# ---- design 1 ----
Figure 1. Routed clock nets over the placement (design 1).
Drawn at 2 px/um.
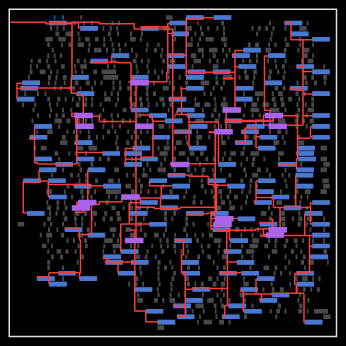

<file path="src/rtl/clock_mode_ctrl.sv">
`default_nettype none
// +----------------------------------------------------------------------------+
// | Module     : clock_mode_ctrl                                               |
// | Description: Button front-end and mode sequencer for clock_top.            |
// |              Synchronizes and debounces the raw buttons, turns rising      |
// |              edges into 1-mclk pulses, steps the edit mode on the mode     |
// |              button, drops back to the default mode after an idle          |
// |              timeout, and produces a 1 Hz blink enable for edit modes.     |
// | Ports      : mclk     in   main clock                                      |
// |              rst      in   asynchronous reset, active low                  |
// |              pButton  in   raw buttons [0] b1 [1] b2 [2] b3 [3] ampm [4] mode|
// |              clk_mode out  current mode (0 run, 1 time, 2 alarm, 3 date)   |
// |              vButton  out  1-mclk button pulses                            |
// |              mode_chg out  1-mclk pulse when clk_mode takes a new value    |
// |              blink    out  1 Hz square wave in modes 1-3, 0 in mode 0      |
// | Revision   : 1.0  initial release                                          |
// +----------------------------------------------------------------------------+
module clock_mode_ctrl #(
  parameter int M_FREQ    = 20_000_000,
  parameter int DEB_CYC   = 200_000,
  parameter int TIMEOUT_S = 30
) (
  input  logic       mclk,
  input  logic       rst,
  input  logic [4:0] pButton,
  output logic [1:0] clk_mode,
  output logic [3:0] vButton,
  output logic       mode_chg,
  output logic       blink
);

  localparam int CW = $clog2(DEB_CYC + 1);
  localparam int PW = (M_FREQ > 1) ? $clog2(M_FREQ) : 1;
  localparam int IW = $clog2(TIMEOUT_S + 1);

  localparam logic [CW-1:0] DEB_MAX  = CW'(DEB_CYC);
  localparam logic [PW-1:0] PRE_MAX  = PW'(M_FREQ - 1);
  localparam logic [PW-1:0] PRE_HALF = PW'(M_FREQ / 2);
  localparam logic [IW-1:0] IDLE_MAX = IW'(TIMEOUT_S);

  typedef enum logic [1:0] {
    M0 = 2'd0,
    M1 = 2'd1,
    M2 = 2'd2,
    M3 = 2'd3
  } mode_e;

  logic [4:0]    sync1_q, sync1_d;
  logic [4:0]    sync2_q, sync2_d;
  logic [4:0]    deb_q, deb_d;
  logic [CW-1:0] cnt_q [5];
  logic [CW-1:0] cnt_d [5];
  logic [PW-1:0] pre_q, pre_d;
  logic [IW-1:0] idle_q, idle_d;
  mode_e         mode_q, mode_d;
  logic [3:0]    vbutton_q, vbutton_d;
  logic          mode_chg_q, mode_chg_d;
  logic          blink_q, blink_d;

  logic [4:0]    p;
  logic          sec_tick;
  logic          timeout;

  always_comb begin
    sync1_d = pButton;
    sync2_d = sync1_q;

    // Per-bit debounce: count cycles of disagreement, accept the new level
    // only once the count has reached DEB_CYC; any agreement restarts it.
    deb_d = deb_q;
    for (int i = 0; i < 5; i++) begin
      if (sync2_q[i] == deb_q[i]) begin
        cnt_d[i] = '0;
      end else if (cnt_q[i] == DEB_MAX) begin
        deb_d[i] = sync2_q[i];
        cnt_d[i] = '0;
      end else begin
        cnt_d[i] = cnt_q[i] + 1'b1;
      end
    end

    // Rising edge of the debounced level; every consumer registers it in the
    // same edge that updates deb_q, so each pulse is exactly one mclk wide.
    p = deb_d & ~deb_q;

    sec_tick = (pre_q == PRE_MAX);
    pre_d    = sec_tick ? '0 : pre_q + 1'b1;

    timeout = (mode_q != M0) && (idle_q == IDLE_MAX);

    // Mode press has priority over the idle timeout.
    mode_d = mode_q;
    if (p[4]) begin
      case (mode_q)
        M0:      mode_d = M1;
        M1:      mode_d = M2;
        M2:      mode_d = M3;
        default: mode_d = M0;
      endcase
    end else if (timeout) begin
      mode_d = M0;
    end
    mode_chg_d = (mode_d != mode_q);

    // A mode press masks every field press in the same cycle; field buttons
    // are dead in mode 0 while AM/PM stays live everywhere.
    if (p[4]) begin
      vbutton_d = 4'b0000;
    end else begin
      vbutton_d = {p[3], (mode_q != M0) ? p[2:0] : 3'b000};
    end

    if (mode_chg_d || (|p[3:0]) || (mode_q == M0)) begin
      idle_d = '0;
    end else if (sec_tick && (idle_q != IDLE_MAX)) begin
      idle_d = idle_q + 1'b1;
    end else begin
      idle_d = idle_q;
    end

    // Computed from next-state values so the registered blink always equals
    // (clk_mode != 0) && (pre < M_FREQ/2) for the current cycle.
    blink_d = (mode_d != M0) && (pre_d < PRE_HALF);
  end

  always_ff @(posedge mclk or negedge rst) begin
    if (!rst) begin
      sync1_q    <= '0;
      sync2_q    <= '0;
      deb_q      <= '0;
      for (int i = 0; i < 5; i++) begin
        cnt_q[i] <= '0;
      end
      pre_q      <= '0;
      idle_q     <= '0;
      mode_q     <= M0;
      vbutton_q  <= '0;
      mode_chg_q <= 1'b0;
      blink_q    <= 1'b0;
    end else begin
      sync1_q    <= sync1_d;
      sync2_q    <= sync2_d;
      deb_q      <= deb_d;
      for (int i = 0; i < 5; i++) begin
        cnt_q[i] <= cnt_d[i];
      end
      pre_q      <= pre_d;
      idle_q     <= idle_d;
      mode_q     <= mode_d;
      vbutton_q  <= vbutton_d;
      mode_chg_q <= mode_chg_d;
      blink_q    <= blink_d;
    end
  end

  assign clk_mode = mode_q;
  assign vButton  = vbutton_q;
  assign mode_chg = mode_chg_q;
  assign blink    = blink_q;

endmodule
`default_nettype wire

</file>
<file path="config.mk">
export PLATFORM = sky130hd
export DESIGN_NAME = clock_mode_ctrl
export DESIGN_NICKNAME = d
export VERILOG_FILES = /design/src/rtl/clock_mode_ctrl.sv
export SDC_FILE = /design/constraint.sdc
export NUM_CORES = 1
export LEC_CHECK = 0
export ABC_AREA = 1
export CAP_MARGIN = 0
export CELL_PAD_IN_SITES_DETAIL_PLACEMENT = 2
export CELL_PAD_IN_SITES_GLOBAL_PLACEMENT = 2
export CORE_MARGIN = 2
export CORE_UTILIZATION = 30
export CTS_CLUSTER_SIZE = 10
export DETAILED_ROUTE_END_ITERATION = 10
export MAX_ROUTING_LAYER = met4
export PLACE_DENSITY = 0.67
export SETUP_SLACK_MARGIN = 0.1
export SLEW_MARGIN = 30
export SYNTH_ARGS = -nofsm -noshare
export SYNTH_HDL_FRONTEND = slang
export SYNTH_SLANG_ARGS = --single-unit
export TNS_END_PERCENT = 50
</file>
<file path="constraint.sdc">
create_clock -name mclk -period 3.5 [get_ports mclk]
set_input_delay 0.525 -clock mclk [delete_from_list [all_inputs] [get_ports mclk]]
set_output_delay 0.525 -clock mclk [all_outputs]
set_load 0.01 [all_outputs]
</file>
# ---- design 2 ----
## src/rtl/acc_breg_alu.sv

```systemverilog
// SAP-1 style datapath slice: accumulator A, B register, registered add/subtract unit and bus driver.
// Optional feature: define ACC_SAT_EN for unsigned saturating ALU results (default build wraps modulo 2^WIDTH).
module acc_breg_alu #(
   parameter int WIDTH = 8
) (
   input  logic             CLK,
   input  logic             RESET,
   input  logic [WIDTH-1:0] bus_in,
   input  logic [WIDTH-1:0] prog_in,
   input  logic             WE_Acc,
   input  logic             load_Acc,
   input  logic             OE_Acc,
   input  logic             WE_Breg,
   input  logic             load_Breg,
   input  logic             OE_Breg,
   input  logic             OE_ALU,
   input  logic             SUB,
   output logic [WIDTH-1:0] Acc_out,
   output logic [WIDTH-1:0] Breg_out,
   output logic [WIDTH-1:0] ALU_out,
   output logic             carry,
   output logic             zero,
   output logic [WIDTH-1:0] bus_out,
   output logic             bus_valid
);

   logic [WIDTH-1:0] acc_q;
   logic [WIDTH-1:0] breg_q;
   logic [WIDTH-1:0] alu_q;
   logic             carry_q;
   logic             zero_q;

   logic [WIDTH:0]   alu_full;
   logic [WIDTH-1:0] alu_result;
   logic [WIDTH-1:0] acc_next;
   logic [WIDTH-1:0] breg_next;

   // Subtraction is A + ~B + 1, so the top bit doubles as the no-borrow flag.
   always_comb begin
      alu_full = '0;
      if (SUB) begin
         alu_full = {1'b0, acc_q} + {1'b0, ~breg_q} + {{WIDTH{1'b0}}, 1'b1};
      end else begin
         alu_full = {1'b0, acc_q} + {1'b0, breg_q};
      end
   end

`ifdef ACC_SAT_EN
   always_comb begin
      alu_result = alu_full[WIDTH-1:0];
      if (!SUB && alu_full[WIDTH]) begin
         alu_result = {WIDTH{1'b1}};
      end else if (SUB && !alu_full[WIDTH]) begin
         alu_result = '0;
      end
   end
`else
   always_comb begin
      alu_result = alu_full[WIDTH-1:0];
   end
`endif

   // Bus loads take priority over front-panel loads.
   always_comb begin
      acc_next = acc_q;
      if (WE_Acc) begin
         acc_next = bus_in;
      end else if (load_Acc) begin
         acc_next = prog_in;
      end
   end

   always_comb begin
      breg_next = breg_q;
      if (WE_Breg) begin
         breg_next = bus_in;
      end else if (load_Breg) begin
         breg_next = prog_in;
      end
   end

   always_ff @(posedge CLK) begin
      if (!RESET) begin
         acc_q   <= '0;
         breg_q  <= '0;
         alu_q   <= '0;
         carry_q <= 1'b0;
         zero_q  <= 1'b1;
      end else begin
         acc_q   <= acc_next;
         breg_q  <= breg_next;
         alu_q   <= alu_result;
         carry_q <= alu_full[WIDTH];
         zero_q  <= (alu_result == '0);
      end
   end

   always_comb begin
      bus_out = '0;
      if (OE_Acc) begin
         bus_out = acc_q;
      end else if (OE_Breg) begin
         bus_out = breg_q;
      end else if (OE_ALU) begin
         bus_out = alu_q;
      end
   end

   assign bus_valid = OE_Acc | OE_Breg | OE_ALU;
   assign Acc_out   = acc_q;
   assign Breg_out  = breg_q;
   assign ALU_out   = alu_q;
   assign carry     = carry_q;
   assign zero      = zero_q;

endmodule

```

## config.mk

```make
export PLATFORM = sky130hd
export DESIGN_NAME = acc_breg_alu
export DESIGN_NICKNAME = d
export VERILOG_FILES = /design/src/rtl/acc_breg_alu.sv
export SDC_FILE = /design/constraint.sdc
export NUM_CORES = 1
export LEC_CHECK = 0
export CAP_MARGIN = 20
export CORE_ASPECT_RATIO = 1.5
export CORE_MARGIN = 1.5
export CORE_UTILIZATION = 36
export DETAILED_ROUTE_END_ITERATION = 6
export PLACE_DENSITY_LB_ADDON = 0.3
export SLEW_MARGIN = 40
export SYNTH_ARGS = -nofsm -noshare
export SYNTH_HDL_FRONTEND = slang
export SYNTH_SLANG_ARGS = --single-unit
```

## constraint.sdc

```tcl
create_clock -name CLK -period 1.8 [get_ports CLK]
set_input_delay 0.36 -clock CLK [delete_from_list [all_inputs] [get_ports CLK]]
set_output_delay 0.36 -clock CLK [all_outputs]
set_load 0.1 [all_outputs]
```

# ---- design 3 ----
--- src/rtl/axist_mgmt_test_seq.sv ---
// AVMM master that replays the AXI-Stream dual AIB bring-up and loopback self-check
// on the management port, and reports one sticky pass/fail result.
module axist_mgmt_test_seq #(
  parameter logic [31:0] DLY_X        = 32'h0000_000C,
  parameter logic [31:0] DLY_Y        = 32'h0000_0020,
  parameter logic [31:0] DLY_Z        = 32'h0000_1770,
  parameter logic [31:0] PKT_CTRL     = 32'h0000_0FF5,
  parameter int unsigned AXI_RST_HOLD = 100,
  parameter int unsigned POLL_GAP     = 20,
  parameter int unsigned TIMEOUT      = 200000
) (
  input  logic        mgmt_clk,
  input  logic        mgmt_rst,
  input  logic        i_start,
  output logic [31:0] o_wr_addr,
  output logic [31:0] o_wrdata,
  output logic        o_wren,
  output logic        o_rden,
  input  logic        i_master_waitreq,
  input  logic        i_master_readdatavalid,
  input  logic [31:0] i_master_readdata,
  output logic        o_busy,
  output logic        o_test_done,
  output logic        o_test_pass,
  output logic [2:0]  o_l2f_sts,
  output logic [2:0]  o_f2l_sts,
  output logic [3:0]  o_err_code
);

  localparam logic [4:0] ST_IDLE         = 5'd0;
  localparam logic [4:0] ST_WR_DX        = 5'd1;
  localparam logic [4:0] ST_WR_DY        = 5'd2;
  localparam logic [4:0] ST_WR_DZ        = 5'd3;
  localparam logic [4:0] ST_AXI_RST_SET  = 5'd4;
  localparam logic [4:0] ST_AXI_RST_HOLD = 5'd5;
  localparam logic [4:0] ST_AXI_RST_CLR  = 5'd6;
  localparam logic [4:0] ST_POLL_LINK    = 5'd7;
  localparam logic [4:0] ST_START_L2F    = 5'd8;
  localparam logic [4:0] ST_START_F2L    = 5'd9;
  localparam logic [4:0] ST_POLL_L2F     = 5'd10;
  localparam logic [4:0] ST_POLL_F2L     = 5'd11;
  localparam logic [4:0] ST_RD_DOUT      = 5'd12;
  localparam logic [4:0] ST_RD_DIN       = 5'd13;
  localparam logic [4:0] ST_REPORT       = 5'd14;
  localparam logic [4:0] ST_DONE         = 5'd15;
  localparam logic [4:0] ST_ERR          = 5'd16;

  localparam logic [1:0] PH_ISSUE = 2'd0;
  localparam logic [1:0] PH_ACC   = 2'd1;
  localparam logic [1:0] PH_DATA  = 2'd2;
  localparam logic [1:0] PH_GAP   = 2'd3;

  localparam logic [31:0] HOLD_LAST = 32'(AXI_RST_HOLD - 1);
  localparam logic [31:0] GAP_LAST  = 32'(POLL_GAP - 1);
  localparam logic [31:0] TMO_LAST  = 32'(TIMEOUT - 1);

  logic [4:0]   state_r;
  logic [1:0]   phase_r;
  logic [31:0]  cnt_r;
  logic [31:0]  tmo_r;
  logic [2:0]   word_r;
  logic [255:0] dout_r;
  logic [255:0] din_r;

  logic         xfer_s;
  logic         rd_s;
  logic         poll_s;
  logic [31:0]  addr_s;
  logic [31:0]  data_s;
  logic         rd_done_s;
  logic         adv_s;
  logic         timed_s;
  logic         tmo_hit_s;

  assign rd_done_s = (phase_r == PH_DATA) && i_master_readdatavalid;
  assign timed_s   = (state_r != ST_IDLE) && (state_r != ST_DONE) && (state_r != ST_ERR);
  assign tmo_hit_s = timed_s && (tmo_r >= TMO_LAST);

  // Bus transaction owned by the current state: address, write data, direction.
  always_comb begin
    xfer_s = 1'b0;
    rd_s   = 1'b0;
    poll_s = 1'b0;
    addr_s = 32'h0000_0000;
    data_s = 32'h0000_0000;
    case (state_r)
      ST_WR_DX:       begin xfer_s = 1'b1; addr_s = 32'h5000_2000; data_s = DLY_X; end
      ST_WR_DY:       begin xfer_s = 1'b1; addr_s = 32'h5000_2004; data_s = DLY_Y; end
      ST_WR_DZ:       begin xfer_s = 1'b1; addr_s = 32'h5000_2008; data_s = DLY_Z; end
      ST_AXI_RST_SET: begin xfer_s = 1'b1; addr_s = 32'h5000_3000; data_s = 32'h0000_0001; end
      ST_AXI_RST_CLR: begin xfer_s = 1'b1; addr_s = 32'h5000_3000; data_s = 32'h0000_0000; end
      ST_START_L2F:   begin xfer_s = 1'b1; addr_s = 32'h5000_1000; data_s = PKT_CTRL; end
      ST_START_F2L:   begin xfer_s = 1'b1; addr_s = 32'h5000_1008; data_s = PKT_CTRL; end
      ST_POLL_LINK:   begin xfer_s = 1'b1; rd_s = 1'b1; poll_s = 1'b1; addr_s = 32'h5000_1010; end
      ST_POLL_L2F:    begin xfer_s = 1'b1; rd_s = 1'b1; poll_s = 1'b1; addr_s = 32'h5000_1004; end
      ST_POLL_F2L:    begin xfer_s = 1'b1; rd_s = 1'b1; poll_s = 1'b1; addr_s = 32'h5000_100C; end
      ST_RD_DOUT:     begin xfer_s = 1'b1; rd_s = 1'b1; addr_s = 32'h5000_4100 + {27'd0, word_r, 2'b00}; end
      ST_RD_DIN:      begin xfer_s = 1'b1; rd_s = 1'b1; addr_s = 32'h5000_4300 + {27'd0, word_r, 2'b00}; end
      default:        begin xfer_s = 1'b0; end
    endcase
  end

  // Decides when the current state has finished and the sequence steps to the next one.
  always_comb begin
    adv_s = 1'b0;
    case (state_r)
      ST_AXI_RST_HOLD:          adv_s = (cnt_r == HOLD_LAST);
      ST_POLL_LINK:             adv_s = rd_done_s && (i_master_readdata[3:0] == 4'hF);
      ST_POLL_L2F, ST_POLL_F2L: adv_s = rd_done_s && i_master_readdata[3];
      ST_RD_DOUT, ST_RD_DIN:    adv_s = rd_done_s && (word_r == 3'd7);
      default:                  adv_s = xfer_s && !rd_s && (phase_r == PH_ACC) && !i_master_waitreq;
    endcase
  end

  // Sequencer state, AVMM request registers, capture buffers and result flags.
  always_ff @(posedge mgmt_clk) begin
    if (mgmt_rst) begin
      state_r     <= ST_IDLE;
      phase_r     <= PH_ISSUE;
      cnt_r       <= 32'd0;
      tmo_r       <= 32'd0;
      word_r      <= 3'd0;
      dout_r      <= 256'd0;
      din_r       <= 256'd0;
      o_wr_addr   <= 32'd0;
      o_wrdata    <= 32'd0;
      o_wren      <= 1'b0;
      o_rden      <= 1'b0;
      o_busy      <= 1'b0;
      o_test_done <= 1'b0;
      o_test_pass <= 1'b0;
      o_l2f_sts   <= 3'd0;
      o_f2l_sts   <= 3'd0;
      o_err_code  <= 4'd0;
    end else if (tmo_hit_s) begin
      state_r     <= ST_ERR;
      phase_r     <= PH_ISSUE;
      tmo_r       <= 32'd0;
      o_wren      <= 1'b0;
      o_rden      <= 1'b0;
      o_busy      <= 1'b0;
      o_test_done <= 1'b1;
      o_test_pass <= 1'b0;
      o_err_code  <= state_r[3:0];
    end else begin
      tmo_r <= tmo_r + 32'd1;
      case (state_r)
        ST_IDLE: begin
          if (i_start) begin
            state_r <= ST_WR_DX;
            phase_r <= PH_ISSUE;
            tmo_r   <= 32'd0;
            o_busy  <= 1'b1;
          end else begin
            state_r <= ST_IDLE;
          end
        end
        ST_AXI_RST_HOLD: cnt_r <= cnt_r + 32'd1;
        ST_REPORT: begin
          state_r     <= ST_DONE;
          tmo_r       <= 32'd0;
          o_busy      <= 1'b0;
          o_test_done <= 1'b1;
          o_test_pass <= (o_l2f_sts == 3'b111) && (o_f2l_sts == 3'b111) && (dout_r == din_r);
        end
        ST_DONE, ST_ERR: begin
          state_r <= state_r;
        end
        default: begin
          case (phase_r)
            PH_ISSUE: begin
              o_wr_addr <= addr_s;
              o_wrdata  <= data_s;
              o_wren    <= ~rd_s;
              o_rden    <= rd_s;
              phase_r   <= PH_ACC;
            end
            PH_ACC: begin
              if (!i_master_waitreq) begin
                o_wren  <= 1'b0;
                o_rden  <= 1'b0;
                phase_r <= rd_s ? PH_DATA : PH_ACC;
              end else begin
                phase_r <= PH_ACC;
              end
            end
            PH_DATA: begin
              if (i_master_readdatavalid) begin
                case (state_r)
                  ST_POLL_L2F: o_l2f_sts <= {i_master_readdata[3], i_master_readdata[1:0]};
                  ST_POLL_F2L: o_f2l_sts <= {i_master_readdata[3], i_master_readdata[1:0]};
                  ST_RD_DOUT:  dout_r <= {i_master_readdata, dout_r[255:32]};
                  ST_RD_DIN:   din_r  <= {i_master_readdata, din_r[255:32]};
                  default:     dout_r <= dout_r;
                endcase
                word_r  <= word_r + 3'd1;
                cnt_r   <= 32'd0;
                phase_r <= poll_s ? PH_GAP : PH_ISSUE;
              end else begin
                phase_r <= PH_DATA;
              end
            end
            PH_GAP: begin
              if (cnt_r == GAP_LAST) begin
                cnt_r   <= 32'd0;
                phase_r <= PH_ISSUE;
              end else begin
                cnt_r <= cnt_r + 32'd1;
              end
            end
            default: phase_r <= PH_ISSUE;
          endcase
        end
      endcase
      // Placed last so that stepping to the next state overrides the per-state updates.
      if (adv_s) begin
        state_r <= state_r + 5'd1;
        phase_r <= PH_ISSUE;
        cnt_r   <= 32'd0;
        word_r  <= 3'd0;
        tmo_r   <= 32'd0;
      end
    end
  end

endmodule

--- config.mk ---
export PLATFORM = sky130hd
export DESIGN_NAME = axist_mgmt_test_seq
export DESIGN_NICKNAME = d
export VERILOG_FILES = /design/src/rtl/axist_mgmt_test_seq.sv
export SDC_FILE = /design/constraint.sdc
export NUM_CORES = 1
export LEC_CHECK = 0
export CORE_ASPECT_RATIO = 0.7
export CORE_MARGIN = 4
export CORE_UTILIZATION = 57
export CTS_CLUSTER_SIZE = 10
export DETAILED_ROUTE_END_ITERATION = 8
export PLACE_DENSITY = 0.73
export SLEW_MARGIN = 20
export SYNTH_ARGS = -nofsm -noshare
export SYNTH_HDL_FRONTEND = slang
export SYNTH_SLANG_ARGS = --single-unit
--- constraint.sdc ---
create_clock -name mgmt_clk -period 3.3 [get_ports mgmt_clk]
set_clock_uncertainty 0.05 [all_clocks]
set_input_delay 0.66 -clock mgmt_clk [delete_from_list [all_inputs] [get_ports mgmt_clk]]
set_output_delay 0.66 -clock mgmt_clk [all_outputs]
set_load 0.1 [all_outputs]
Figure 2. Placement density heat map (design 2).
Drawn at 4 px/um. The die is cut into 6 by 9 equal tiles; dark blue is low, red is high, 0 to 100% covered.
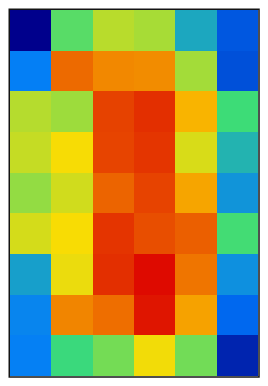
- fullest tile: 99%
- nearly empty tiles: 1.9%
- densest ninth of the die: center
- mean over tiles: 64%
- tiles over 75% full: 39%

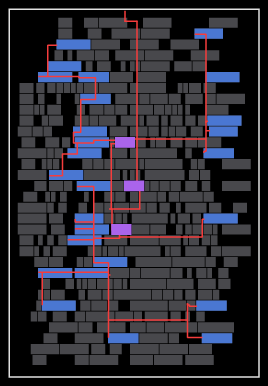
Figure 3: design 2, routed clock nets over the placement.
Drawn at 4 px/um.
- red: clock wires (length 380 um)
- purple: clock-net drivers (count 3)
- blue: flip-flops (count 26)
- routed clock nets: 4

==> metrics.cfg, design 2 <==
[floorplan]
die-area_mm2 = 0.00568
rows = 32

[run_status]
violations = setup timing
run_status = complete, but fails checks

[cells_and_area]
layout.nets = 369
drive_gt1_frac = 0.486

[final_timing]
fin_crit_sh = 1.12
setup_viol = 8
maxSlewHeadroom = 0.679
setup_slack_ps = -211

[synth]
avgSynthCellArea_um2 = 8.41
yosysCellCount = 224
synth-main-ff-cell = dfxtp_1
ys_chip_area_mm2 = 0.00188

[clock_network]
clock_latency_ps = 280
clkSinkCount = 26

[route]
drcViolationCount = 0

[critical_path]
r2r_cells = 9
critPathCaptureType = flop
regToRegSetupSlack_ps = -210

[power]
pwr-share-comb = 0.579
top_power_group = combinational cells
pg_seq_w = 0.000703

[hold_path]
worstHoldStart = Breg_out[5]

[placed_design]
place_ws_ps = -456

design 2: flip-flops by register name, indices dropped and copies added (netlist names):
name and flops:
zero 1, Acc_out 8, ALU_out 8, Breg_out 8, carry 1
design 2: critical path, cell delays in order, from the launching register on:
cell and delay (ps):
dfxtp_4 400, ha_4 130, inv_2 30, fa_2 360
o21bai_4 170, a2111oi_4 100, o21ai_2 160, o21ai_2 90
xnor2_2 150, o41ai_2 320
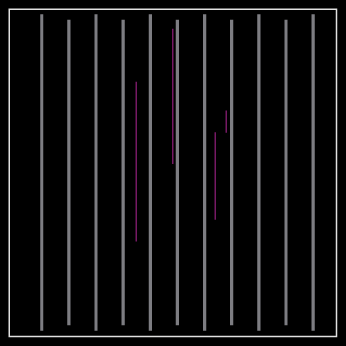
Figure 4: design 1, M4 wires.
Drawn at 2 px/um. Supply wires on this layer in gray.
- wire length on this layer: 201 um
- longest straight run: 79.6 um
- main direction: vertical
vias: 6297
Routed WL: 20.6 mm

About Figure 1:
- red: clock wires (length 2240 um)
- purple: clock-net drivers (count 17)
- blue: flip-flops (count 143)
- routed clock nets: 18
- flops lie: widely spread
clock latency on the worst-skew pair: 430 ps
Clock power frac: 0.483
Final Skew: 10.6 ps
Clock group: 0.00169 W

==> metrics.cfg, design 1 <==
[global_routing]
use_met3 = 0.0275

[placed_design]
dp.cells = 1296
portBuffers = 14

[synth]
synth_area_leader_cell = dfrtp_1
avgSynthCellArea_um2 = 7.97
most_common_cell = nand2_1
ys_top_cells_by_count = nand2_1, inv_1, dfrtp_1, nor2_1, nand3_1
synthTopLogicFamily = simple AND/OR/NAND/NOR gates
synth_top_area_share = 0.472

[route]
drt_iter0_drc = 256

[clock_network]
numCtsBuffers = 17
path_clk_slew_ps = 60
cts_max_level = 4

[critical_path]
critPathCaptureType = flop
critical-path-max-stage-delay_ps = 370
path_cells = ha_1 -> nand2_1 -> nor2_1 -> nand2_1 -> nor2_2 -> nand3_1 -> nor3_1 -> nand2_1 -> clkinv_1 -> nand3_1 -> o21ai_0 -> a21oi_1
regToRegStartpoint = cnt_q[0]
required_ps = 3800
crit_buf_inv = 1

[power]
p_int_w = 0.00266
p_per_area_mw_per_mm2 = 403
pwr-share-comb = 0.035
ir_worst_vdd_mv = 0.238

[run_status]
run_status = finished clean

[final_timing]
rsz0062_at_grt = no

[cells_and_area]
layout.nets = 1007
drive_gt1_frac = 0.0862
mostFrequentLayoutCell = nand2_1
fin_util = 0.349

[floorplan]
die_h_um = 163

==> design 1: cell type report <==
class,instances,area share
sequential,143,0.411
multi-input combinational,638,0.386
inverter,169,0.0735
clock buffer,21,0.0529
tap,330,0.0474
timing repair buffer,16,0.0194
clock inverter,11,0.00992
==> design 1: power groups by stage <==
stage	registers [W]	logic [W]	clock network, W
global route	0.00169	0.000147	0.00182
finish	0.00169	0.000123	0.00169
detailed placement	0.00172	0.000129	0
CTS	0.00169	0.000130	0.00176
floorplan	0.00171	0.0000599	0
global placement	0.00172	0.000127	0
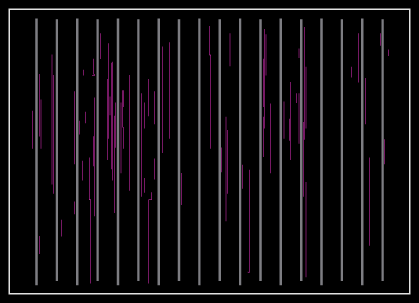
Figure 5: design 3, M4 wires.
Drawn at 1.5 px/um. Supply wires on this layer in gray.
- longest straight run: 86.4 um
- main direction: vertical
- wire length on this layer: 2550 um

==> metrics.cfg, design 3 <==
[synth]
syn_area_mm2 = 0.0266
avgSynthCellArea_um2 = 7.80
topCellsByArea = dfxtp_1, nand2_1, a21oi_1, xor2_1, buf_4

[global_routing]
grt_busiest_layer = met1
antenna_found_initial = 3
use_met3 = 0.104

[cells_and_area]
inv_count = 123
comb_area_share = 0.418
buffers = 192
fin_util = 0.660
n_clock_buffer = 80
drive_gt1_frac = 0.0841
seqCellArea_mm2 = 0.0123

[route]
drcViolationCount = 0
drt_iter0_drc = 3525
first_pass_iters = 8
antenna_left = 0

[final_timing]
rsz0062_at_grt = no

[clock_network]
numCtsBuffers = 72
cts_max_level = 3
cts_setup_buffers = 0
cts-root-buf = clkbuf_16

[floorplan]
fp-utilization = 0.583
rows = 65

[critical_path]
crit_buf_inv = 3
cp-startpoint = state_r[0]
r2r_cells = 12

[power]
p_per_area_mw_per_mm2 = 508

[flow_run]
openroad.warnings = 41

[run_status]
run_status = finished clean

[design 3: worst reg2reg max path: cells and delay by family (launching register included)]
family | cells | cell delay [ps]
simple gates | 6 | 1480
buf+inv | 3 | 610
fa+ha+maj | 2 | 450
flops | 1 | 370
compound gates | 1 | 160
[design 3: logic make-up after synthesis]
family / synth area share
AOI/OAI and AO/OA: 0.155
xor gates and xnor gates: 0.0544
adders and majority gates: 0.00424
buffers and inverters: 0.0703
DFF: 0.464
muxes: 0.00462
other: 0.000141
and+or+nand+nor: 0.247


==> notes/layouts.md <==
Pictures saved along the way, in no particular order.

Wires at chosen ports, followed through buffers.
image #1
Drawn at 3 px/um.
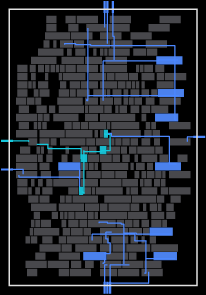
image #2
Drawn at 1 px/um.
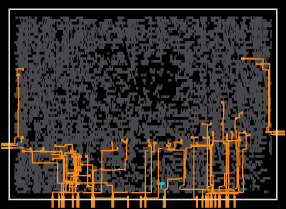
image #3
Drawn at 1.5 px/um.
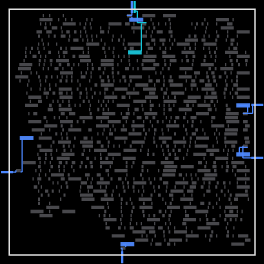
For design 2, see image #1.
For design 3, see image #2.
For design 1, see image #3.
The one with the most cells is image #2.
The one with the smallest die is image #1.

Power and IR drop assume default switching activity.
